==================== cfeb_rdout_rcvr
==> cfeb_rdout_rcvr/final_congestion.png <==
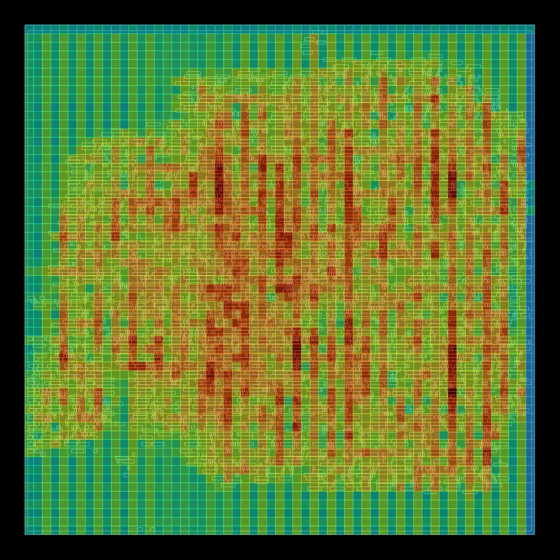

<file path="src/rtl/cfeb_rdout_rcvr.sv">
// rtl/cfeb_rdout_rcvr.sv - CFEB readout receiver: input capture, FWFT FIFO, frame checker
// Build option: define CFEB_RCVR_CRC_CHECK_EN to enable the check-word XOR compare.
module cfeb_rdout_rcvr #(
  parameter int FIFO_AW = 6,
  parameter int TMO_CYC = 255
) (
  input  logic        CLK,
  input  logic        RST,
  input  logic        LPUSH_B,
  input  logic        ENDWORD,
  input  logic [15:0] DIN,
  input  logic        DREADY,
  output logic [15:0] DOUT,
  output logic        DVALID,
  output logic        DLAST,
  output logic        FRM_DONE,
  output logic        CRCERR,
  output logic        OVFERR,
  output logic        TOERR,
  output logic [11:0] WCNT,
  output logic        BUSY
);

  localparam int DEPTH = 1 << FIFO_AW;
  localparam int TW = $clog2(TMO_CYC + 1);
  localparam logic [TW-1:0] TMO_MAX = TW'(TMO_CYC);

  typedef enum logic [1:0] {IDLE, RECV, CHECK} state_t;

  // RST asserts everything at once; release is retimed through two flops
  logic [1:0] rst_sync;
  logic       rst_i;

  always_ff @(posedge CLK or posedge RST) begin
    if (RST) rst_sync <= 2'b11;
    else     rst_sync <= {rst_sync[0], 1'b0};
  end
  assign rst_i = rst_sync[1];

  logic        push_r, end_r;
  logic [15:0] din_r;

  always_ff @(posedge CLK or posedge rst_i) begin
    if (rst_i) begin
      push_r <= 1'b0;
      end_r  <= 1'b0;
      din_r  <= '0;
    end else begin
      push_r <= ~LPUSH_B;
      end_r  <= ENDWORD;
      din_r  <= DIN;
    end
  end

  logic [16:0]      mem [DEPTH];
  logic [FIFO_AW:0] wptr, rptr, fill;
  logic [16:0]      head;
  logic             empty, full, rd, wr;

  assign fill  = wptr - rptr;
  assign empty = (fill == '0);
  assign full  = fill[FIFO_AW];
  assign rd    = ~empty & DREADY;
  // a full FIFO still takes the word when a slot frees on the same edge
  assign wr    = push_r & (~full | rd);
  assign head  = mem[rptr[FIFO_AW-1:0]];

  always_ff @(posedge CLK) begin
    if (wr) mem[wptr[FIFO_AW-1:0]] <= {end_r, din_r};
  end

  always_ff @(posedge CLK or posedge rst_i) begin
    if (rst_i) begin
      wptr   <= '0;
      rptr   <= '0;
      OVFERR <= 1'b0;
    end else begin
      if (wr) wptr <= wptr + 1'b1;
      if (rd) rptr <= rptr + 1'b1;
      if (push_r & ~wr) OVFERR <= 1'b1;
    end
  end

  assign DVALID = ~empty;
  assign DOUT   = empty ? 16'h0000 : head[15:0];
  assign DLAST  = ~empty & head[16];

  state_t        state, state_nx;
  logic [11:0]   cnt;
  logic [TW-1:0] tmo;
  logic          start, tmo_hit;

  always_ff @(posedge CLK or posedge rst_i) begin
    if (rst_i) state <= IDLE;
    else       state <= state_nx;
  end

  always_comb begin
    state_nx = state;
    FRM_DONE = 1'b0;
    start    = 1'b0;
    tmo_hit  = 1'b0;
    case (state)
      IDLE, CHECK: begin
        FRM_DONE = (state == CHECK);
        state_nx = IDLE;
        if (push_r) begin
          start    = 1'b1;
          state_nx = end_r ? CHECK : RECV;
        end
      end
      RECV: begin
        if (push_r) begin
          if (end_r) state_nx = CHECK;
        end else if (tmo == TMO_MAX) begin
          tmo_hit  = 1'b1;
          FRM_DONE = 1'b1;
          state_nx = IDLE;
        end
      end
      default: state_nx = IDLE;
    endcase
  end

  // counting happens on every registered push, including ones the FIFO drops
  always_ff @(posedge CLK or posedge rst_i) begin
    if (rst_i) begin
      cnt   <= '0;
      tmo   <= '0;
      WCNT  <= '0;
      TOERR <= 1'b0;
    end else begin
      if (push_r) begin
        tmo <= '0;
        if (start)               cnt <= 12'd1;
        else if (cnt != 12'hFFF) cnt <= cnt + 12'd1;
      end else if (state == RECV) begin
        tmo <= tmo + TW'(1);
      end
      if (FRM_DONE) WCNT  <= cnt;
      if (tmo_hit)  TOERR <= 1'b1;
    end
  end

`ifdef CFEB_RCVR_CRC_CHECK_EN
  logic [15:0] csum, chk_word;
  logic        crcerr;

  always_ff @(posedge CLK or posedge rst_i) begin
    if (rst_i) begin
      csum     <= '0;
      chk_word <= '0;
      crcerr   <= 1'b0;
    end else begin
      if (state == CHECK && chk_word != csum) crcerr <= 1'b1;
      if (push_r) begin
        if (end_r)       chk_word <= din_r;
        if (start)       csum <= end_r ? 16'h0000 : din_r;
        else if (!end_r) csum <= csum ^ din_r;
      end
    end
  end
  assign CRCERR = crcerr;
`else
  assign CRCERR = 1'b0;
`endif

  assign BUSY = (state != IDLE);

endmodule

</file>
<file path="config.mk">
export PLATFORM = sky130hd
export DESIGN_NAME = cfeb_rdout_rcvr
export DESIGN_NICKNAME = d
export VERILOG_FILES = /design/src/rtl/cfeb_rdout_rcvr.sv
export SDC_FILE = /design/constraint.sdc
export NUM_CORES = 1
export LEC_CHECK = 0
export ABC_AREA = 1
export CAP_MARGIN = 40
export CORE_MARGIN = 2
export CORE_UTILIZATION = 30
export DETAILED_ROUTE_END_ITERATION = 8
export PLACE_DENSITY_LB_ADDON = 0.15
export SLEW_MARGIN = 20
export SYNTH_ARGS = -nofsm -noshare
export SYNTH_HDL_FRONTEND = slang
export SYNTH_SLANG_ARGS = --single-unit
</file>
<file path="constraint.sdc">
create_clock -name CLK -period 3.6 [get_ports CLK]
set_input_delay 0.72 -clock CLK [delete_from_list [all_inputs] [get_ports CLK]]
set_output_delay 0.72 -clock CLK [all_outputs]
set_load 0.1 [all_outputs]
</file>
==================== fifo_drain_ctrl_flat
<file path="src/rtl/fifo_drain_ctrl_if.sv">
// Handshake/bus bundle between the drain controller, its FIFO and the downstream consumer.
// slave = controller side, master = FIFO/writer/consumer side.
interface fifo_drain_ctrl_if #(
  parameter int DATA_LEN   = 8,
  parameter int ADDR_WIDTH = 3
);
  logic                  flush;
  logic                  fifo_wr_en;
  logic                  fifo_rd_en;
  logic [DATA_LEN-1:0]   fifo_data;
  logic [DATA_LEN-1:0]   m_data;
  logic                  m_valid;
  logic                  m_ready;
  logic [ADDR_WIDTH:0]   level;
  logic                  fifo_empty;
  logic                  fifo_full;
  logic                  overflow;

  modport slave (
    input  flush, fifo_wr_en, fifo_data, m_ready,
    output fifo_rd_en, m_data, m_valid, level, fifo_empty, fifo_full, overflow
  );

  modport master (
    output flush, fifo_wr_en, fifo_data, m_ready,
    input  fifo_rd_en, m_data, m_valid, level, fifo_empty, fifo_full, overflow
  );
endinterface

</file>
<file path="src/rtl/fifo_drain_ctrl.sv">
// Read-side controller for a flagless sync FIFO: shadow occupancy, registered rd_en,
// 2-entry skid buffer streaming words out on valid/ready.
module fifo_drain_ctrl #(
  parameter int DATA_LEN   = 8,
  parameter int DEPTH      = 8,
  parameter int ADDR_WIDTH = 3
) (
  input  logic              clk,
  input  logic              sys_rst,
  fifo_drain_ctrl_if.slave  bus
);

  localparam logic [ADDR_WIDTH:0] FULL_LVL = (ADDR_WIDTH+1)'(DEPTH);

  logic [ADDR_WIDTH:0]   level_q, level_d;
  logic                  ovf_q, ovf_d;
  logic                  rd_en_q, rd_en_d;
  logic                  inflight_q;
  logic [1:0]            buf_cnt_q, buf_cnt_d;
  logic [DATA_LEN-1:0]   head_q, head_d;
  logic [DATA_LEN-1:0]   tail_q, tail_d;
  logic                  accept;

  assign accept = (buf_cnt_q != 2'd0) && bus.m_ready;

  // Shadow occupancy: the FIFO itself has no flags, so mirror its write/read pointers' distance.
  always_comb begin
    level_d = level_q;
    ovf_d   = ovf_q;
    case ({bus.fifo_wr_en, rd_en_q})
      2'b10: begin
        if (level_q == FULL_LVL) ovf_d = 1'b1;
        else                     level_d = level_q + 1'b1;
      end
      2'b01: begin
        if (level_q != '0) level_d = level_q - 1'b1;
      end
      default: ;
    endcase
  end

  // Skid buffer: head feeds m_data, tail only holds a word while the head is stalled.
  always_comb begin
    head_d    = head_q;
    tail_d    = tail_q;
    buf_cnt_d = buf_cnt_q;
    case ({accept, inflight_q})
      2'b10: begin
        if (buf_cnt_q == 2'd2) head_d = tail_q;
        buf_cnt_d = buf_cnt_q - 1'b1;
      end
      2'b01: begin
        if (buf_cnt_q == 2'd0) head_d = bus.fifo_data;
        else                   tail_d = bus.fifo_data;
        buf_cnt_d = buf_cnt_q + 1'b1;
      end
      2'b11: begin
        if (buf_cnt_q == 2'd1) begin
          head_d = bus.fifo_data;
        end else begin
          head_d = tail_q;
          tail_d = bus.fifo_data;
        end
      end
      default: ;
    endcase
  end

  // A new read lands two edges from now; only issue it if a slot is guaranteed even with no accepts.
  always_comb begin
    rd_en_d = (level_d != '0) && ((buf_cnt_d + 2'(rd_en_q)) < 2'd2);
  end

  always_ff @(posedge clk or posedge sys_rst) begin
    if (sys_rst) begin
      level_q    <= '0;
      ovf_q      <= 1'b0;
      rd_en_q    <= 1'b0;
      inflight_q <= 1'b0;
      buf_cnt_q  <= 2'd0;
      head_q     <= '0;
      tail_q     <= '0;
    end else if (bus.flush) begin
      level_q    <= '0;
      ovf_q      <= 1'b0;
      rd_en_q    <= 1'b0;
      inflight_q <= 1'b0;
      buf_cnt_q  <= 2'd0;
      head_q     <= '0;
      tail_q     <= '0;
    end else begin
      level_q    <= level_d;
      ovf_q      <= ovf_d;
      rd_en_q    <= rd_en_d;
      inflight_q <= rd_en_q;
      buf_cnt_q  <= buf_cnt_d;
      head_q     <= head_d;
      tail_q     <= tail_d;
    end
  end

  assign bus.fifo_rd_en = rd_en_q;
  assign bus.m_data     = head_q;
  assign bus.m_valid    = (buf_cnt_q != 2'd0);
  assign bus.level      = level_q;
  assign bus.fifo_empty = (level_q == '0);
  assign bus.fifo_full  = (level_q == FULL_LVL);
  assign bus.overflow   = ovf_q;

endmodule

</file>
<file path="src/flat_wrapper.sv">
// flat-port wrapper written by rule: the top's interface ports become plain ports
module fifo_drain_ctrl_flat 
#(
  parameter int DATA_LEN   = 8,
  parameter int DEPTH      = 8,
  parameter int ADDR_WIDTH = 3
)
  (clk, sys_rst, bus_flush, bus_fifo_wr_en, bus_fifo_data, bus_m_ready, bus_fifo_rd_en, bus_m_data, bus_m_valid, bus_level, bus_fifo_empty, bus_fifo_full, bus_overflow);
  fifo_drain_ctrl_if #(.DATA_LEN(DATA_LEN), .ADDR_WIDTH(ADDR_WIDTH)) bus_i ();
  input  logic clk;
  input  logic sys_rst;
  input wire logic [$bits(bus_i.flush)-1:0] bus_flush;
  input wire logic [$bits(bus_i.fifo_wr_en)-1:0] bus_fifo_wr_en;
  input wire logic [$bits(bus_i.fifo_data)-1:0] bus_fifo_data;
  input wire logic [$bits(bus_i.m_ready)-1:0] bus_m_ready;
  output wire logic [$bits(bus_i.fifo_rd_en)-1:0] bus_fifo_rd_en;
  output wire logic [$bits(bus_i.m_data)-1:0] bus_m_data;
  output wire logic [$bits(bus_i.m_valid)-1:0] bus_m_valid;
  output wire logic [$bits(bus_i.level)-1:0] bus_level;
  output wire logic [$bits(bus_i.fifo_empty)-1:0] bus_fifo_empty;
  output wire logic [$bits(bus_i.fifo_full)-1:0] bus_fifo_full;
  output wire logic [$bits(bus_i.overflow)-1:0] bus_overflow;
  assign bus_i.flush = bus_flush;
  assign bus_i.fifo_wr_en = bus_fifo_wr_en;
  assign bus_i.fifo_data = bus_fifo_data;
  assign bus_i.m_ready = bus_m_ready;
  assign bus_fifo_rd_en = bus_i.fifo_rd_en;
  assign bus_m_data = bus_i.m_data;
  assign bus_m_valid = bus_i.m_valid;
  assign bus_level = bus_i.level;
  assign bus_fifo_empty = bus_i.fifo_empty;
  assign bus_fifo_full = bus_i.fifo_full;
  assign bus_overflow = bus_i.overflow;
  fifo_drain_ctrl #(.DATA_LEN(DATA_LEN), .DEPTH(DEPTH), .ADDR_WIDTH(ADDR_WIDTH)) u_core (.clk(clk), .sys_rst(sys_rst), .bus(bus_i));
endmodule
</file>
<file path="config.mk">
export PLATFORM = sky130hd
export DESIGN_NAME = fifo_drain_ctrl_flat
export DESIGN_NICKNAME = d
export VERILOG_FILES = /design/src/rtl/fifo_drain_ctrl_if.sv /design/src/rtl/fifo_drain_ctrl.sv /design/src/flat_wrapper.sv
export SDC_FILE = /design/constraint.sdc
export NUM_CORES = 1
export LEC_CHECK = 0
export CAP_MARGIN = 40
export CORE_ASPECT_RATIO = 0.5
export CORE_MARGIN = 5
export CORE_UTILIZATION = 30
export DETAILED_ROUTE_END_ITERATION = 8
export MAX_ROUTING_LAYER = met4
export PLACE_DENSITY = 0.59
export SKIP_LAST_GASP = 1
export SLEW_MARGIN = 10
export SYNTH_ARGS = -nofsm -noshare
export SYNTH_HDL_FRONTEND = slang
export SYNTH_SLANG_ARGS = --single-unit
</file>
<file path="constraint.sdc">
create_clock -name clk -period 2.3 [get_ports clk]
set_input_delay 0.575 -clock clk [delete_from_list [all_inputs] [get_ports clk]]
set_output_delay 0.575 -clock clk [all_outputs]
set_load 0.005 [all_outputs]
</file>

==> gallery <==
Layout detail.
image #1
Region (72, 5) to (92, 25) um. Cells in grey, sequential cells in the stronger grey; small squares are vias.
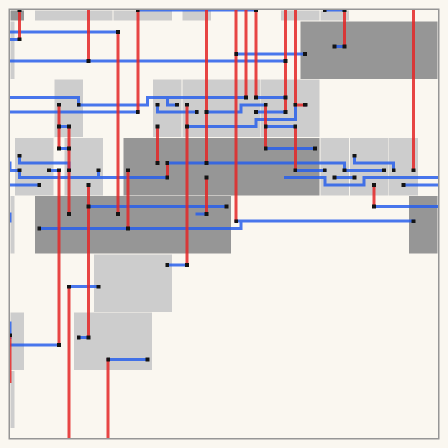
image #2
Region (295, 92) to (315, 112) um. Cells in grey, sequential cells in the stronger grey; small squares are vias.
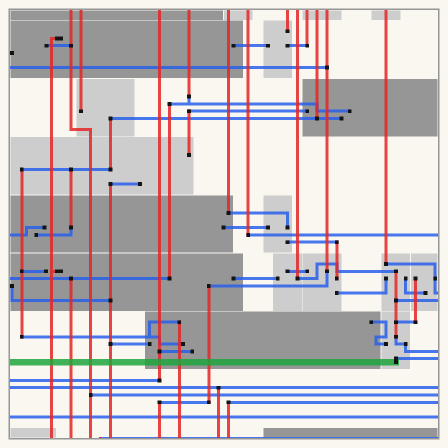
fifo_drain_ctrl_flat is image #1.
cfeb_rdout_rcvr is image #2.

==> cfeb_rdout_rcvr/clock_map.png <==
Drawn at 1 px/um.
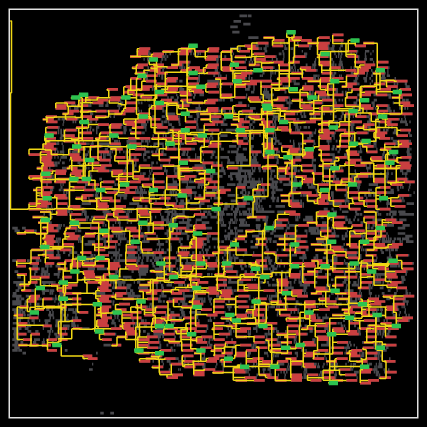
[red] flip-flops | count: 1158
[green] cells driving clock nets | count: 133
[yellow] clock wires | length: 16100 um
routed clock nets	134

## Picture notes: cfeb_rdout_rcvr/final_congestion.png
met3 usage: 0.0284
gr usage total: 0.184
met2 Usage GRT: 0.300
met1 Use GR: 0.254

==> results_slide.txt, cfeb_rdout_rcvr <==
Physical Implementation Snapshot

Run status
  – Status: finished, violations left
  – Failing checks: setup timing

Route
  – Routed len/inst: 22.4 um
  – Met1 Wirelength: 70700 um
  – Iter 0 DRT Violations: 3061
  – WL met2: 74200 um

CTS
  – TritonCTS clock tree: done
  – CTS root buf: clkbuf_16

Timing
  – Setup Skew: 0.0195 ns
  – Max-Slew Margin vs Limit: 0.447
  – Final Setup Violations: 17
  – Clock period minus worst slack: 3.84 ns
  – RSZ-0062 raised after global routing: true
  – Slew Viols, Final: 0
  – Smallest hold slack: 0.215 ns
  – Final hold violation count: 0
  – Worst setup margin: -0.238 ns

Worst setup path
  – Worst reg2reg endpoint: mem[48][13]
  – R2R Path Start: rptr[0]
  – Crit Path Max Fanout: 8
  – End of the critical path: DOUT[0]
  – Crit path launch: rptr[0]

Power and ir drop
  – Clk pwr share: 0.258
  – PD cells: 840 mW/mm2
  – Net switching power: 20.6 mW
  – Reg power frac: 0.302
  – Cell Int Power: 30.6 mW

Layout
  – Syn-to-layout area delta: 24.9%
  – Largest register FFs: 1088
  – Layout cell share with drive strength beyond 1: 0.182
  – Fin area: 0.0609 mm2
  – Flop count: 1158
  – Comb gates: 2695
  – Sequential cell area share: 0.566
  – Inverters: 411
  – Comb area share: 0.210
  – Layout fillers: 15600
  – Reg area: 0.0345 mm2

Synth
  – Gate Count Post-Synth: 4498
  – Multiplexer share: 0
  – Xor/xnor share: 0.00287
  – Compound Share, Synth: 0.0155
  – Mapped cell area: 0.0487 mm2
  – Flops & latches, synth: 1158
  – Synth warn: 0
  – Syn Area/Cell: 10.8 um2

Global route
  – First-pass GRT wire length: 224000 um
  – Grt ovf: 0
-- cfeb_rdout_rcvr: cells in the mapped netlist, drive strengths merged --
master,count,area (um2)
clkbuf,59,221
nand3b,1,7.51
dfstp,2,52.6
xnor2,4,35.0
a21oi,45,225
o21ai,73,365
ha,10,125
nor4,2,18.8
o31ai,2,15.0
o21bai,1,7.51
nor3,6,30.0
nand3,723,3620
xor2,12,105
nor3b,1,7.51
a22oi,1,7.51
buf,179,925
nand4,8,50.1
a31o,1,8.76
edfxtp,1088,32700
nand2,1448,5440
conb,1,3.75
dfrtp,68,1700
clkinv,3,11.3
and3,1,6.26
nor2,269,1010
o211ai,17,128
or2,68,425
inv,405,1520
-- cfeb_rdout_rcvr: worst max-delay path, stage by stage (launching register included) --
cell,delay (ns)
dfrtp_4,0.54
buf_12,0.20
clkinv_16,0.11
buf_16,0.17
buf_8,0.14
buf_8,0.14
nand2_2,0.06
nand3_2,0.06
nand3_2,0.06
nand2_1,0.06
nor2_2,0.12
nand2_2,0.08
nand2_2,0.10
nor2_4,0.05
nor2_4,0.14
buf_6,0.13
buf_12,0.16
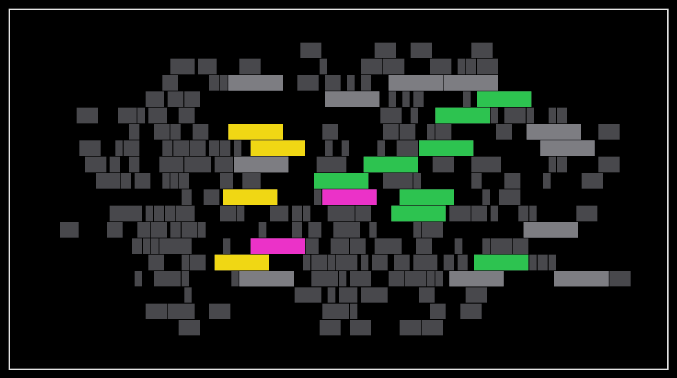
(fifo_drain_ctrl_flat/registers.png)
Drawn at 6 px/um. Other sequential cells in the stronger grey, the rest of the logic in the fainter grey.
colour	name in the netlist	flops
magenta	u_core.buf_cnt_q	2
yellow	u_core.bus.level	4
green	u_core.tail_q	8
not coloured	11

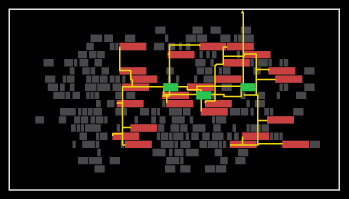
(fifo_drain_ctrl_flat/clock_map.png)
Drawn at 3 px/um.
[yellow] clock wires | length: 296 um
[red] flip-flops | count: 25
[green] cells driving clock nets | count: 3
routed clock nets	4

==> results_slide.txt, fifo_drain_ctrl_flat <==
Physical Implementation Snapshot

Run status
  – Status: finished, final reports clean

CTS
  – Post-CTS sizing: 6
  – Clock transition at the registers of the reported paths: 0.08 ns

Global route
  – Largest net degree at the start of global routing: 26
  – Gr usage total: 0.116
  – Vias in the first global route: 1254

Floorplanning
  – Core area: 0.00486 mm2

Placement
  – Final RePlAce weighted congestion: 0.812
  – DP Wirelength: 2510 um

Hold path
  – Worst hold path class: reg -> reg

Synth
  – Syn Area/Cell: 9.11 um2
  – Cell taking the most area after synthesis: dfrtp_1

Worst setup path
  – R2r setup slk: 0.18 ns
  – Biggest cell delay along the critical path: 0.39 ns

Power and ir drop
  – Power Total: 1.32 mW
==> fifo_drain_ctrl_flat: worst max path at each step <==
stage                             to                start  slack [ns]  depth (start not counted)
2_1_floorplan   u_core.bus.m_data[0]  u_core.buf_cnt_q[0]        0.27                         11
3_3_place_gp   u_core.bus.fifo_rd_en          bus_m_ready       -0.14                          7
3_5_place_dp   u_core.bus.fifo_rd_en          bus_m_ready       -0.20                          7
4_1_cts        u_core.bus.fifo_rd_en          bus_m_ready        0.06                          9
5_1_grt        u_core.bus.fifo_rd_en          bus_m_ready       -0.02                          9
6_report              bus_fifo_empty  u_core.bus.level[0]         0.1                          5
==> fifo_drain_ctrl_flat: state kept, by name (all words and copies together) (netlist names) <==
name and cells:
u_core.inflight_q 1, u_core.bus.m_data 8, u_core.bus.fifo_rd_en 1, u_core.tail_q 8
u_core.bus.overflow 1, u_core.buf_cnt_q 2, u_core.bus.level 4
==> fifo_drain_ctrl_flat: kinds of logic (layout without fill, tap and decap cells) <==
logic type,count (synthesis),after routing
muxes,12,12
AOI/OAI and AO/OA,38,38
buffers and inverters,20,70
xor gates and xnor gates,1,1
and+or+nand+nor,57,57
DFF,25,25
adders and majority gates,10,10

==================== i2s_transmitter_flat
==> i2s_transmitter_flat/clock_map.png <==
Drawn at 2 px/um.
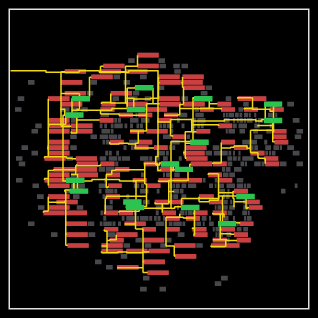

--- src/rtl/i2s_pkg.sv ---
// Shared types and constants for the I2S transmitter slice.
package i2s_pkg;

    localparam int unsigned SLOT_BITS  = 32;
    localparam int unsigned FRAME_BITS = 64;

    // Samples are stored already slot-aligned (MSB at bit 31, zero-padded below).
    typedef struct packed {
        logic [SLOT_BITS-1:0] left;
        logic [SLOT_BITS-1:0] right;
    } stereo_sample_t;

    typedef enum logic {
        SER_IDLE,
        SER_RUN
    } ser_state_t;

    function automatic logic [SLOT_BITS-1:0] slot_align(input logic [SLOT_BITS-1:0] sample,
                                                        input int unsigned          pad);
        return sample << pad;
    endfunction

endpackage

--- src/rtl/i2s_transmitter_if.sv ---
// Sample-pair valid/ready handshake between the sample source and the transmitter.
interface i2s_transmitter_if #(
    parameter int unsigned SAMPLE_WIDTH = 16
);
    logic                    sampleValid;
    logic                    sampleReady;
    logic [SAMPLE_WIDTH-1:0] sampleLeft;
    logic [SAMPLE_WIDTH-1:0] sampleRight;

    modport master (output sampleValid, sampleLeft, sampleRight, input sampleReady);
    modport slave  (input sampleValid, sampleLeft, sampleRight, output sampleReady);
endinterface

--- src/rtl/i2s_sample_fifo.sv ---
// Synchronous stereo-pair FIFO; ready is a registered copy of !full that is held low in reset.
module i2s_sample_fifo
    import i2s_pkg::*;
#(
    parameter int unsigned FIFO_DEPTH = 2
) (
    input  logic           clk,
    input  logic           reset,
    input  logic           i_push,
    input  stereo_sample_t i_pushData,
    input  logic           i_pop,
    output stereo_sample_t o_head,
    output logic           o_empty,
    output logic           o_ready
);
    localparam int unsigned AW = (FIFO_DEPTH > 1) ? $clog2(FIFO_DEPTH) : 1;
    localparam int unsigned CW = $clog2(FIFO_DEPTH + 1);

    stereo_sample_t r_mem [FIFO_DEPTH];
    logic [AW-1:0]  r_wrPtr;
    logic [AW-1:0]  r_rdPtr;
    logic [CW-1:0]  r_count;
    logic           r_full;
    logic           r_empty;
    logic           r_ready;
    logic           w_push;
    logic           w_pop;
    logic [CW-1:0]  w_countNext;

    function automatic logic [AW-1:0] ptr_inc(input logic [AW-1:0] p);
        return (p == AW'(FIFO_DEPTH - 1)) ? '0 : p + AW'(1);
    endfunction

    assign w_push  = i_push && !r_full;
    assign w_pop   = i_pop && !r_empty;
    assign o_head  = r_mem[r_rdPtr];
    assign o_empty = r_empty;
    assign o_ready = r_ready;

    always_comb begin
        w_countNext = r_count;
        case ({w_push, w_pop})
            2'b10:   w_countNext = r_count + CW'(1);
            2'b01:   w_countNext = r_count - CW'(1);
            default: w_countNext = r_count;
        endcase
    end

    always_ff @(posedge clk) begin
        if (!reset) begin
            r_wrPtr <= '0;
            r_rdPtr <= '0;
            r_count <= '0;
            r_full  <= 1'b0;
            r_empty <= 1'b1;
            r_ready <= 1'b0;
        end else begin
            if (w_push) r_wrPtr <= ptr_inc(r_wrPtr);
            if (w_pop)  r_rdPtr <= ptr_inc(r_rdPtr);
            r_count <= w_countNext;
            r_full  <= (w_countNext == CW'(FIFO_DEPTH));
            r_empty <= (w_countNext == '0);
            r_ready <= (w_countNext != CW'(FIFO_DEPTH));
        end
    end

    always_ff @(posedge clk) begin
        if (w_push) r_mem[r_wrPtr] <= i_pushData;
    end

endmodule

--- src/rtl/i2s_transmitter.sv ---
// Stereo I2S (Philips) transmitter: buffered sample pairs serialised as 64-bclk frames,
// plus a free-running codec master clock.
module i2s_transmitter
    import i2s_pkg::*;
#(
    parameter int unsigned SAMPLE_WIDTH = 16,
    parameter int unsigned MCLK_DIV     = 4,
    parameter int unsigned BCLK_DIV     = 16,
    parameter int unsigned FIFO_DEPTH   = 2
) (
    input  logic             clk,
    input  logic             reset,
    input  logic             enable,
    i2s_transmitter_if.slave sample_if,
    input  logic             underflowClear,
    output logic             underflow,
    output logic             frameStart,
    output logic             mclk,
    output logic             bclk,
    output logic             wclk,
    output logic             sdout
);
    localparam int unsigned MCW = $clog2(MCLK_DIV);
    localparam int unsigned BCW = $clog2(BCLK_DIV);
    localparam int unsigned BIW = $clog2(FRAME_BITS);
    localparam int unsigned PAD = SLOT_BITS - SAMPLE_WIDTH;

    logic [MCW-1:0]        r_mclkCount;
    logic                  r_mclk;
    ser_state_t            r_state;
    logic [BCW-1:0]        r_bclkCount;
    logic [BIW-1:0]        r_bitIndex;
    logic [FRAME_BITS-1:0] r_shift;
    logic                  r_bclk;
    logic                  r_wclk;
    logic                  r_sdout;
    logic                  r_frameStart;
    logic                  r_underflow;

    logic                  w_push;
    logic                  w_pop;
    logic                  w_ready;
    logic                  w_empty;
    stereo_sample_t        w_pushData;
    stereo_sample_t        w_head;
    logic [FRAME_BITS-1:0] w_frame;
    logic [MCW-1:0]        w_mclkNext;
    logic                  w_bclkWrap;
    logic [BCW-1:0]        w_bclkNext;
    logic [BIW-1:0]        w_bitNext;
    logic [BIW-1:0]        w_wsIndex;
    logic                  w_load;

    assign w_pushData.left  = slot_align(SLOT_BITS'(sample_if.sampleLeft), PAD);
    assign w_pushData.right = slot_align(SLOT_BITS'(sample_if.sampleRight), PAD);
    assign w_push           = sample_if.sampleValid && w_ready;
    assign sample_if.sampleReady = w_ready;

    i2s_sample_fifo #(.FIFO_DEPTH(FIFO_DEPTH)) u_fifo (
        .clk        (clk),
        .reset      (reset),
        .i_push     (w_push),
        .i_pushData (w_pushData),
        .i_pop      (w_pop),
        .o_head     (w_head),
        .o_empty    (w_empty),
        .o_ready    (w_ready)
    );

    assign w_mclkNext = (r_mclkCount == MCW'(MCLK_DIV - 1)) ? '0 : r_mclkCount + MCW'(1);
    assign w_bclkWrap = (r_bclkCount == BCW'(BCLK_DIV - 1));
    assign w_bclkNext = w_bclkWrap ? '0 : r_bclkCount + BCW'(1);
    assign w_bitNext  = r_bitIndex + BIW'(1);
    // wclk reflects the bit after the one being entered, so it leads each slot by one bclk
    assign w_wsIndex  = r_bitIndex + BIW'(2);
    assign w_load     = enable && ((r_state == SER_IDLE) ||
                                   (w_bclkWrap && r_bitIndex == BIW'(FRAME_BITS - 1)));
    assign w_pop      = w_load && !w_empty;
    assign w_frame    = w_empty ? '0 : w_head;

    always_ff @(posedge clk) begin
        if (!reset) begin
            r_mclkCount <= '0;
            r_mclk      <= 1'b0;
        end else begin
            r_mclkCount <= w_mclkNext;
            r_mclk      <= (w_mclkNext >= MCW'(MCLK_DIV / 2));
        end
    end

    always_ff @(posedge clk) begin
        if (!reset) begin
            r_state      <= SER_IDLE;
            r_bclkCount  <= '0;
            r_bitIndex   <= '0;
            r_shift      <= '0;
            r_bclk       <= 1'b0;
            r_wclk       <= 1'b0;
            r_sdout      <= 1'b0;
            r_frameStart <= 1'b0;
            r_underflow  <= 1'b0;
        end else begin
            r_frameStart <= w_load;
            if (w_load && w_empty)
                r_underflow <= 1'b1;
            else if (underflowClear)
                r_underflow <= 1'b0;

            if (!enable) begin
                r_state     <= SER_IDLE;
                r_bclkCount <= '0;
                r_bitIndex  <= '0;
                r_bclk      <= 1'b0;
                r_wclk      <= 1'b0;
                r_sdout     <= 1'b0;
            end else if (r_state == SER_IDLE) begin
                // Counters held at 0 on the load cycle so bit 0 gets a full bclk period
                r_state     <= SER_RUN;
                r_bclkCount <= '0;
                r_bitIndex  <= '0;
                r_bclk      <= 1'b0;
                r_wclk      <= 1'b0;
                r_shift     <= w_frame;
                r_sdout     <= w_frame[FRAME_BITS-1];
            end else begin
                r_bclkCount <= w_bclkNext;
                r_bclk      <= (w_bclkNext >= BCW'(BCLK_DIV / 2));
                if (w_bclkWrap) begin
                    r_bitIndex <= w_bitNext;
                    r_wclk     <= w_wsIndex[BIW-1];
                    if (w_load) begin
                        r_shift <= w_frame;
                        r_sdout <= w_frame[FRAME_BITS-1];
                    end else begin
                        r_shift <= r_shift << 1;
                        r_sdout <= r_shift[FRAME_BITS-2];
                    end
                end
            end
        end
    end

    assign mclk       = r_mclk;
    assign bclk       = r_bclk;
    assign wclk       = r_wclk;
    assign sdout      = r_sdout;
    assign frameStart = r_frameStart;
    assign underflow  = r_underflow;

endmodule
--- src/flat_wrapper.sv ---
// flat-port wrapper written by rule: the top's interface ports become plain ports
module i2s_transmitter_flat import i2s_pkg::*;
#(
    parameter int unsigned SAMPLE_WIDTH = 16,
    parameter int unsigned MCLK_DIV     = 4,
    parameter int unsigned BCLK_DIV     = 16,
    parameter int unsigned FIFO_DEPTH   = 2
)
  (clk, reset, enable, underflowClear, underflow, frameStart, mclk, bclk, wclk, sdout, sample_if_sampleValid, sample_if_sampleLeft, sample_if_sampleRight, sample_if_sampleReady);
  i2s_transmitter_if #(.SAMPLE_WIDTH(SAMPLE_WIDTH)) sample_if_i ();
  input  logic clk;
  input  logic reset;
  input  logic enable;
  input  logic underflowClear;
  output logic underflow;
  output logic frameStart;
  output logic mclk;
  output logic bclk;
  output logic wclk;
  output logic sdout;
  input wire logic [$bits(sample_if_i.sampleValid)-1:0] sample_if_sampleValid;
  input wire logic [$bits(sample_if_i.sampleLeft)-1:0] sample_if_sampleLeft;
  input wire logic [$bits(sample_if_i.sampleRight)-1:0] sample_if_sampleRight;
  output wire logic [$bits(sample_if_i.sampleReady)-1:0] sample_if_sampleReady;
  assign sample_if_i.sampleValid = sample_if_sampleValid;
  assign sample_if_i.sampleLeft = sample_if_sampleLeft;
  assign sample_if_i.sampleRight = sample_if_sampleRight;
  assign sample_if_sampleReady = sample_if_i.sampleReady;
  i2s_transmitter #(.SAMPLE_WIDTH(SAMPLE_WIDTH), .MCLK_DIV(MCLK_DIV), .BCLK_DIV(BCLK_DIV), .FIFO_DEPTH(FIFO_DEPTH)) u_core (.clk(clk), .reset(reset), .enable(enable), .sample_if(sample_if_i), .underflowClear(underflowClear), .underflow(underflow), .frameStart(frameStart), .mclk(mclk), .bclk(bclk), .wclk(wclk), .sdout(sdout));
endmodule
--- config.mk ---
export PLATFORM = sky130hd
export DESIGN_NAME = i2s_transmitter_flat
export DESIGN_NICKNAME = d
export VERILOG_FILES = /design/src/rtl/i2s_pkg.sv /design/src/rtl/i2s_transmitter_if.sv /design/src/rtl/i2s_sample_fifo.sv /design/src/rtl/i2s_transmitter.sv /design/src/flat_wrapper.sv
export SDC_FILE = /design/constraint.sdc
export NUM_CORES = 1
export LEC_CHECK = 0
export CAP_MARGIN = 10
export CORE_MARGIN = 2
export CORE_UTILIZATION = 25
export DETAILED_ROUTE_END_ITERATION = 6
export SYNTH_ARGS = -nofsm -noshare
export SYNTH_HDL_FRONTEND = slang
export SYNTH_SLANG_ARGS = --single-unit
--- constraint.sdc ---
create_clock -name clk -period 5 [get_ports clk]
set_clock_uncertainty 0.05 [all_clocks]
set_input_delay 1 -clock clk [delete_from_list [all_inputs] [get_ports clk]]
set_output_delay 1 -clock clk [all_outputs]
set_load 0.02 [all_outputs]
==================== spike_decoder
<file path="config.mk">
export PLATFORM = sky130hd
export DESIGN_NAME = spike_decoder
export DESIGN_NICKNAME = d
export VERILOG_FILES = /design/src/rtl/spike_decoder.sv
export SDC_FILE = /design/constraint.sdc
export NUM_CORES = 1
export LEC_CHECK = 0
export CORE_MARGIN = 3
export CORE_UTILIZATION = 25
export CTS_BUF_LIST = sky130_fd_sc_hd__clkbuf_8
export DETAILED_ROUTE_END_ITERATION = 7
export RECOVER_POWER = 25
export REMOVE_ABC_BUFFERS = 1
export SYNTH_ARGS = -nofsm -noshare
export SYNTH_HDL_FRONTEND = slang
export SYNTH_SLANG_ARGS = --single-unit
</file>
<file path="constraint.sdc">
create_clock -name clk_i -period 3.4 [get_ports clk_i]
set_input_delay 0.34 -clock clk_i [delete_from_list [all_inputs] [get_ports clk_i]]
set_output_delay 0.34 -clock clk_i [all_outputs]
set_load 0.01 [all_outputs]
</file>
<file path="src/rtl/spike_decoder.sv">
// Spike-train decoder: rebuilds a sampled value from up/down crossing spikes and emits one snapshot per tick window.
// Latency: an event updates the accumulator on the next edge; a tick-cycle snapshot is visible on valid_o from the next cycle.
// Backpressure: valid/ready. A tick that arrives while an unaccepted sample is pending keeps the old sample and sets sticky overrun_o.
//
// Ports:
//   clk_i, rst_i             single clock, synchronous active-high reset
//   spike_up_i, spike_dn_i   spike levels from the encoder side; each 0->1 transition is one event
//   delta_i                  unsigned reconstruction step, applied on each counted event
//   recon_o                  reconstructed sample (snapshot of the accumulator)
//   up_cnt_o, dn_cnt_o       up/down events counted in the emitted window
//   valid_o, ready_i         sample handshake
//   overrun_o                sticky: a sample was dropped because the previous one was not accepted
module spike_decoder #(
   parameter int unsigned CLK_DIV      = 1200000,
   parameter logic [31:0] DEFAULT_BASE = 32'd40,
   parameter int unsigned CNT_W        = 16
) (
   input  logic             clk_i,
   input  logic             rst_i,
   input  logic             spike_up_i,
   input  logic             spike_dn_i,
   input  logic [31:0]      delta_i,
   output logic [31:0]      recon_o,
   output logic [CNT_W-1:0] up_cnt_o,
   output logic [CNT_W-1:0] dn_cnt_o,
   output logic             valid_o,
   input  logic             ready_i,
   output logic             overrun_o
);

   localparam logic [31:0] TICK_LAST = 32'(CLK_DIV - 1);

   typedef enum logic {
      S_IDLE  = 1'b0,
      S_VALID = 1'b1
   } state_t;

   state_t           state;
   state_t           state_nxt;

   // Edge detection
   logic             up_q;
   logic             dn_q;
   logic             armed;
   logic             up_ev;
   logic             dn_ev;

   // Reconstruction accumulator
   logic [31:0]      acc;
   logic [31:0]      acc_nxt;
   logic [32:0]      sum;

   // Tick generation
   logic [31:0]      tick_cnt;
   logic             tick;

   // Window counters
   logic [CNT_W-1:0] up_win;
   logic [CNT_W-1:0] dn_win;
   logic [CNT_W-1:0] up_win_inc;
   logic [CNT_W-1:0] dn_win_inc;

   // FSM actions
   logic             load;
   logic             set_ovr;

   // ------------------------------------------------------------------
   // Event detection. The edge registers clear on reset, so a level that
   // is already high when reset releases would otherwise look like a
   // fresh 0->1 transition. 'armed' suppresses events for the first
   // cycle after reset while the edge registers pick up the live levels.
   // ------------------------------------------------------------------
   always_comb begin
      up_ev = armed & spike_up_i & ~up_q;
      dn_ev = armed & spike_dn_i & ~dn_q;
   end

   // ------------------------------------------------------------------
   // Accumulator next value. Simultaneous up and down cancel out.
   // The 33-bit sum exposes the carry used for saturation at all-ones.
   // ------------------------------------------------------------------
   always_comb begin
      sum     = {1'b0, acc} + {1'b0, delta_i};
      acc_nxt = acc;
      if (up_ev && !dn_ev) begin
         acc_nxt = sum[32] ? 32'hFFFF_FFFF : sum[31:0];
      end else if (dn_ev && !up_ev) begin
         acc_nxt = (delta_i > acc) ? 32'd0 : (acc - delta_i);
      end
   end

   // ------------------------------------------------------------------
   // Window counters with saturation, and the tick strobe.
   // ------------------------------------------------------------------
   always_comb begin
      up_win_inc = (up_ev && (up_win != {CNT_W{1'b1}})) ? (up_win + CNT_W'(1)) : up_win;
      dn_win_inc = (dn_ev && (dn_win != {CNT_W{1'b1}})) ? (dn_win + CNT_W'(1)) : dn_win;
      tick       = (tick_cnt == TICK_LAST);
   end

   // ------------------------------------------------------------------
   // Output FSM: next state and snapshot/overrun actions.
   // ------------------------------------------------------------------
   always_comb begin
      state_nxt = state;
      load      = 1'b0;
      set_ovr   = 1'b0;
      case (state)
         S_IDLE: begin
            if (tick) begin
               load      = 1'b1;
               state_nxt = S_VALID;
            end
         end
         S_VALID: begin
            if (tick) begin
               // Accepting the current sample frees the slot for the new one
               // in the same cycle; otherwise the new window is lost.
               if (ready_i) begin
                  load = 1'b1;
               end else begin
                  set_ovr = 1'b1;
               end
            end else if (ready_i) begin
               state_nxt = S_IDLE;
            end
         end
         default: begin
            state_nxt = S_IDLE;
         end
      endcase
   end

   assign valid_o = (state == S_VALID);

   // ------------------------------------------------------------------
   // FSM state register.
   // ------------------------------------------------------------------
   always_ff @(posedge clk_i) begin
      if (rst_i) begin
         state <= S_IDLE;
      end else begin
         state <= state_nxt;
      end
   end

   // ------------------------------------------------------------------
   // Datapath registers.
   // ------------------------------------------------------------------
   always_ff @(posedge clk_i) begin
      if (rst_i) begin
         up_q      <= 1'b0;
         dn_q      <= 1'b0;
         armed     <= 1'b0;
         acc       <= DEFAULT_BASE;
         tick_cnt  <= 32'd0;
         up_win    <= '0;
         dn_win    <= '0;
         recon_o   <= DEFAULT_BASE;
         up_cnt_o  <= '0;
         dn_cnt_o  <= '0;
         overrun_o <= 1'b0;
      end else begin
         up_q  <= spike_up_i;
         dn_q  <= spike_dn_i;
         armed <= 1'b1;
         acc   <= acc_nxt;

         if (tick) begin
            tick_cnt <= 32'd0;
            // An event in the tick cycle is reported in the closing window
            // and also opens the next one.
            up_win   <= CNT_W'(up_ev);
            dn_win   <= CNT_W'(dn_ev);
         end else begin
            tick_cnt <= tick_cnt + 32'd1;
            up_win   <= up_win_inc;
            dn_win   <= dn_win_inc;
         end

         // Snapshot carries this cycle's event, hence the *_nxt/*_inc values.
         if (load) begin
            recon_o  <= acc_nxt;
            up_cnt_o <= up_win_inc;
            dn_cnt_o <= dn_win_inc;
         end

         if (set_ovr) begin
            overrun_o <= 1'b1;
         end
      end
   end

endmodule

</file>
==> i2s_transmitter_flat/final_congestion.png <==
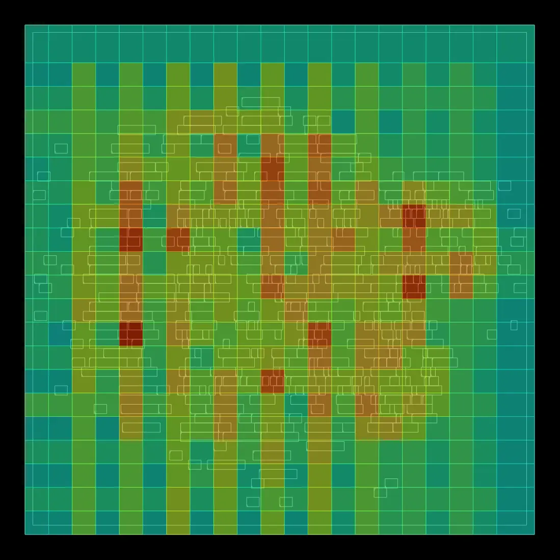
met2 Usage GRT: 0.155
gr usage total: 0.0953
routed len/inst: 13.9 um
post-layout util: 0.310

## Picture notes: i2s_transmitter_flat/clock_map.png
[green] cells driving clock nets | count: 17
[yellow] clock wires | length: 1680 um
[red] flip-flops | count: 136
routed clock nets	18

==> results_slide.txt, i2s_transmitter_flat <==
Physical Implementation Snapshot

CTS
  – H-tree Lvls: 4
  – TritonCTS clock tree: done
  – Hold-fix buffers, CTS: 0

Route
  – WL met2: 4860 um
  – Routed vias/inst: 4.36
  – Uppermost layer routed: met4
  – Via count: 3165

Floorplanning
  – FP Util: 0.253
  – # IOs: 44

Worst setup path
  – Critical Path AT: 1.43 ns
  – Slowest-stage cell, CP: clkdlybuf4s50_1
  – Worst reg2reg endpoint: u_core.r_shift[48]
  – Worst-path cell chain: clkdlybuf4s50_1
  – Crit path launch: u_core.bclk
  – R2r setup slk: 2.52 ns

Power and ir drop
  – Cell Int Power: 2.03 mW
  – Clk pwr share: 0.421
  – Clock-net power: 1.13 mW
  – Sequential logic power: 1.32 mW
  – Static leakage: 2.18 nW

Timing
  – Setup TNS: 0 ns
  – Final Cycle Share: 0.496
  – Slew Viols, Final: 0
  – Highest clock rate: 403 MHz

Hold path
  – HP Start: u_core.r_mclkCount[0]
  – Hold path depth: 1

Global route
  – Met3 usage: 0.0336

Run status
  – Status: finished, final reports clean

Layout
  – Fin area: 0.00646 mm2

Synth
  – Post-synth EDFFs: 64
-- i2s_transmitter_flat: flip-flops by register name (all words and copies together) (netlist names), 2 cells and up, named ones only --
signal	cells
u_core.r_bclkCount	3
u_core.r_bitIndex	6
u_core.r_shift	47
u_core.u_fifo.r_count	2
u_core.u_fifo.r_mem	64
-- i2s_transmitter_flat: cell usage after synthesis (4+ instances only) --
master	number
dfxtp_1	72
edfxtp_1	64
nand3_1	61
mux2i_1	34
nor2_1	30
o211ai_2	29
a22oi_1	17
buf_2	11
nand2_1	9
xor2_1	9
clkbuf_1	8
buf_6	5
and2_1	4
ha_1	4
xnor2_1	4
-- i2s_transmitter_flat: per-stage QoR --
stage / setup WS (ns) / std cells
2_1_floorplan: 2.00 / 401
3_3_place_gp: 2.19 / 694
3_5_place_dp: 2.08 / 694
4_1_cts: 2.49 / 726
5_1_grt: 2.33 / 726
6_report: 2.52 / 726
-- i2s_transmitter_flat: layout make-up --
cell class	count	area (um2)
clock inverters	13	97.6
multi-input cells	233	1730
clock buffers	19	453
inverters	3	11.3
repair buffers	47	455
flip-flops and latches	136	3360
fillers	2078	14400
well taps	275	344
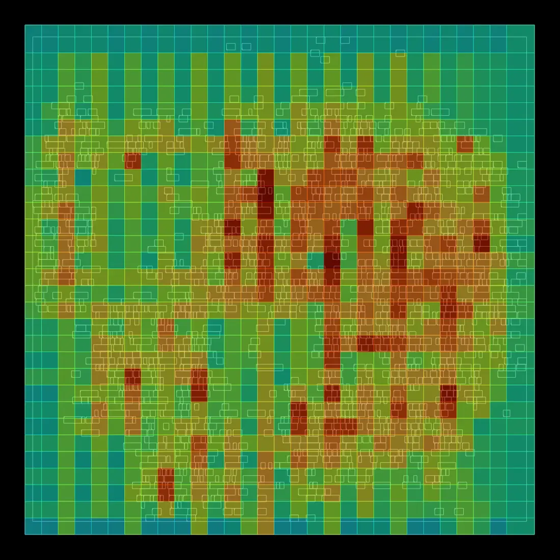
(spike_decoder/final_congestion.png)
met1 Use GR: 0.222
Most Used Layer, Global Route: met2
routed len/inst: 17.6 um

==> results_slide.txt, spike_decoder <==
Physical Implementation Snapshot

Worst setup path
  – Critical path required time: 3.77 ns
  – Startpoint types: input port
  – Worst-path cell chain: clkdlybuf4s50_1 > inv_1 > ha_1 > a21o_1 > o21bai_1 > a2111oi_1 > buf_4 > o211ai_1 > buf_4 > a311oi_1 > buf_4 > nor2_1 > a21oi_1 > a2111o_1 > o41a_1 > a21oi_1
  – Crit path capture type: flip-flop
  – Cell family with most CP delay: AND-OR/OR-AND gates

Global route
  – First-pass GRT wire length: 60900 um
  – Largest net degree at the start of global routing: 52
  – Grt ovf: 0
  – Gr usage total: 0.173

CTS
  – Hold-fix buffers, CTS: 0
  – Clock sinks: 165

Synth
  – Area reported by Yosys stat: 0.0106 mm2
  – Mapped cell area: 0.0106 mm2
  – Most used DFF post-synth: dfxtp_1
  – Cell taking the most area after synthesis: dfxtp_1
  – Synth cell types: 89

Layout
  – Top Layout Cells: 254 x buf_4, 175 x nor2_1, 164 x dfxtp_1
  – Regs by FF count: acc (32), recon_o (32), tick_cnt (32)
  – Layout cell share with drive strength beyond 1: 0.206
  – Commonest Layout Cell: buf_4

Timing
  – Clock period minus worst slack: 3.26 ns
  – Final hold violation count: 0

Placement
  – PortBufs: 102

Power and ir drop
  – Power Total: 4.71 mW
  – Static leakage: 6.20 nW

Route
  – Iter 0 DRT Violations: 640
  – Routed vias/inst: 5.04
  – WL met3: 2210 um

Floorplanning
  – Die Span X: 212 um

Hold path
  – Worst hold path class: in -> reg

Flow run
  – OpenROAD warning count: 59

Run status
  – Status: finished, final reports clean
spike_decoder: layout make-up:
class,count,area [um2]
clock inverter,15,201
fill,4357,26800
tap,532,666
sequential,165,3300
timing repair buffer,361,3000
inverter,83,312
antenna,1,2.50
multi-input combinational,1034,6790
clock buffer,17,234
spike_decoder: path summary, 6_finish.rpt:
path	depth (start not counted)	slack, ns	endpoint
min reg2reg	2	0.45	recon_o[17]
max reg2reg	14	0.19	recon_o[15]
min	2	0.29	acc[14]
max	16	0.14	recon_o[31]
spike_decoder: Yosys cell counts (all sizes together), types with 30 or more instances:
| cell type | number |
|---|---|
| nor2 | 177 |
| dfxtp | 165 |
| a21oi | 127 |
| nand2 | 103 |
| inv | 83 |
| ha | 68 |
| o21ai | 50 |
| clkbuf | 48 |
| a211oi | 44 |
| nand3 | 38 |
| a21o | 30 |
spike_decoder: through the flow:
step                      hold WS, ns  setup WS, ns  TNS [ns]  instance area [um2]  instances
after CTS                       0.240        0.0370         0                14400       2206
after global placement          0.439        -0.386    -17.06                13900       2174
after detailed placement        0.445        -0.474    -20.32                13900       2174
final                           0.289         0.143         0                14500       2208
after floorplan                 0.409         -1.47    -77.31                10300       1282
after global routing            0.276       -0.0159   -0.0219                14500       2207

==> screenshots <==
Metal 4.
Drawn at 2 px/um.
(a)
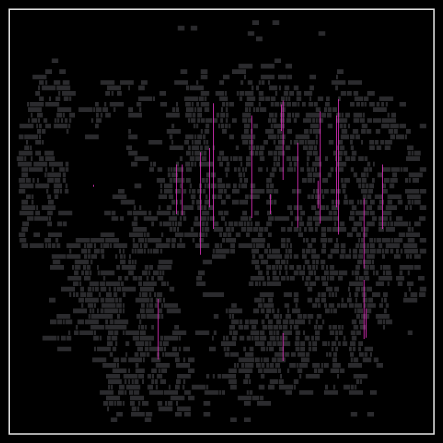
(b)
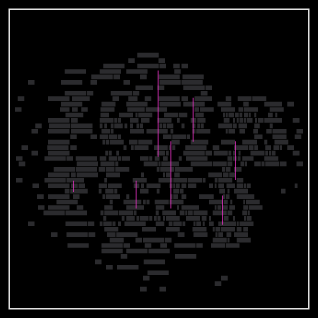
- spike_decoder = (a)
- i2s_transmitter_flat = (b)
Of these, largest die: (a)

Key to (a):
wire length on this layer	684 um
nets with wire on the layer	18
main direction	vertical
longest straight run	67.3 um



==> gallery <==
Signal wires by layer.
Plate I
Drawn at 1 px/um.
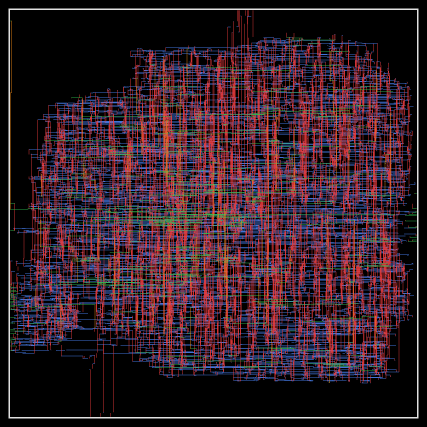
Plate II
Drawn at 2 px/um.
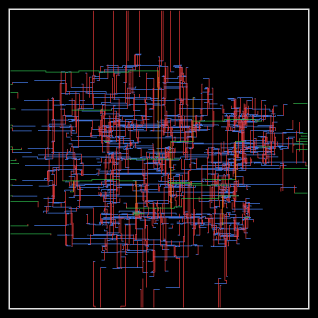
Plate III
Drawn at 4 px/um.
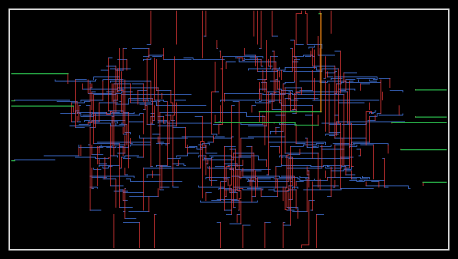
Plate IV
Drawn at 2 px/um.
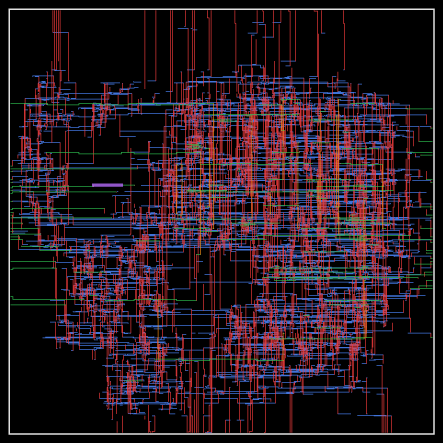
| picture | from |
|---|---|
| Plate IV | spike_decoder |
| Plate III | fifo_drain_ctrl_flat |
| Plate II | i2s_transmitter_flat |
| Plate I | cfeb_rdout_rcvr |

Key to Plate III:
colour	layer	wire length
blue	met1	1590 um
red	met2	1620 um
orange	met4	24.5 um
green	met3	119 um

Power figures rest on the tool's default switching activity, not on a simulated workload.
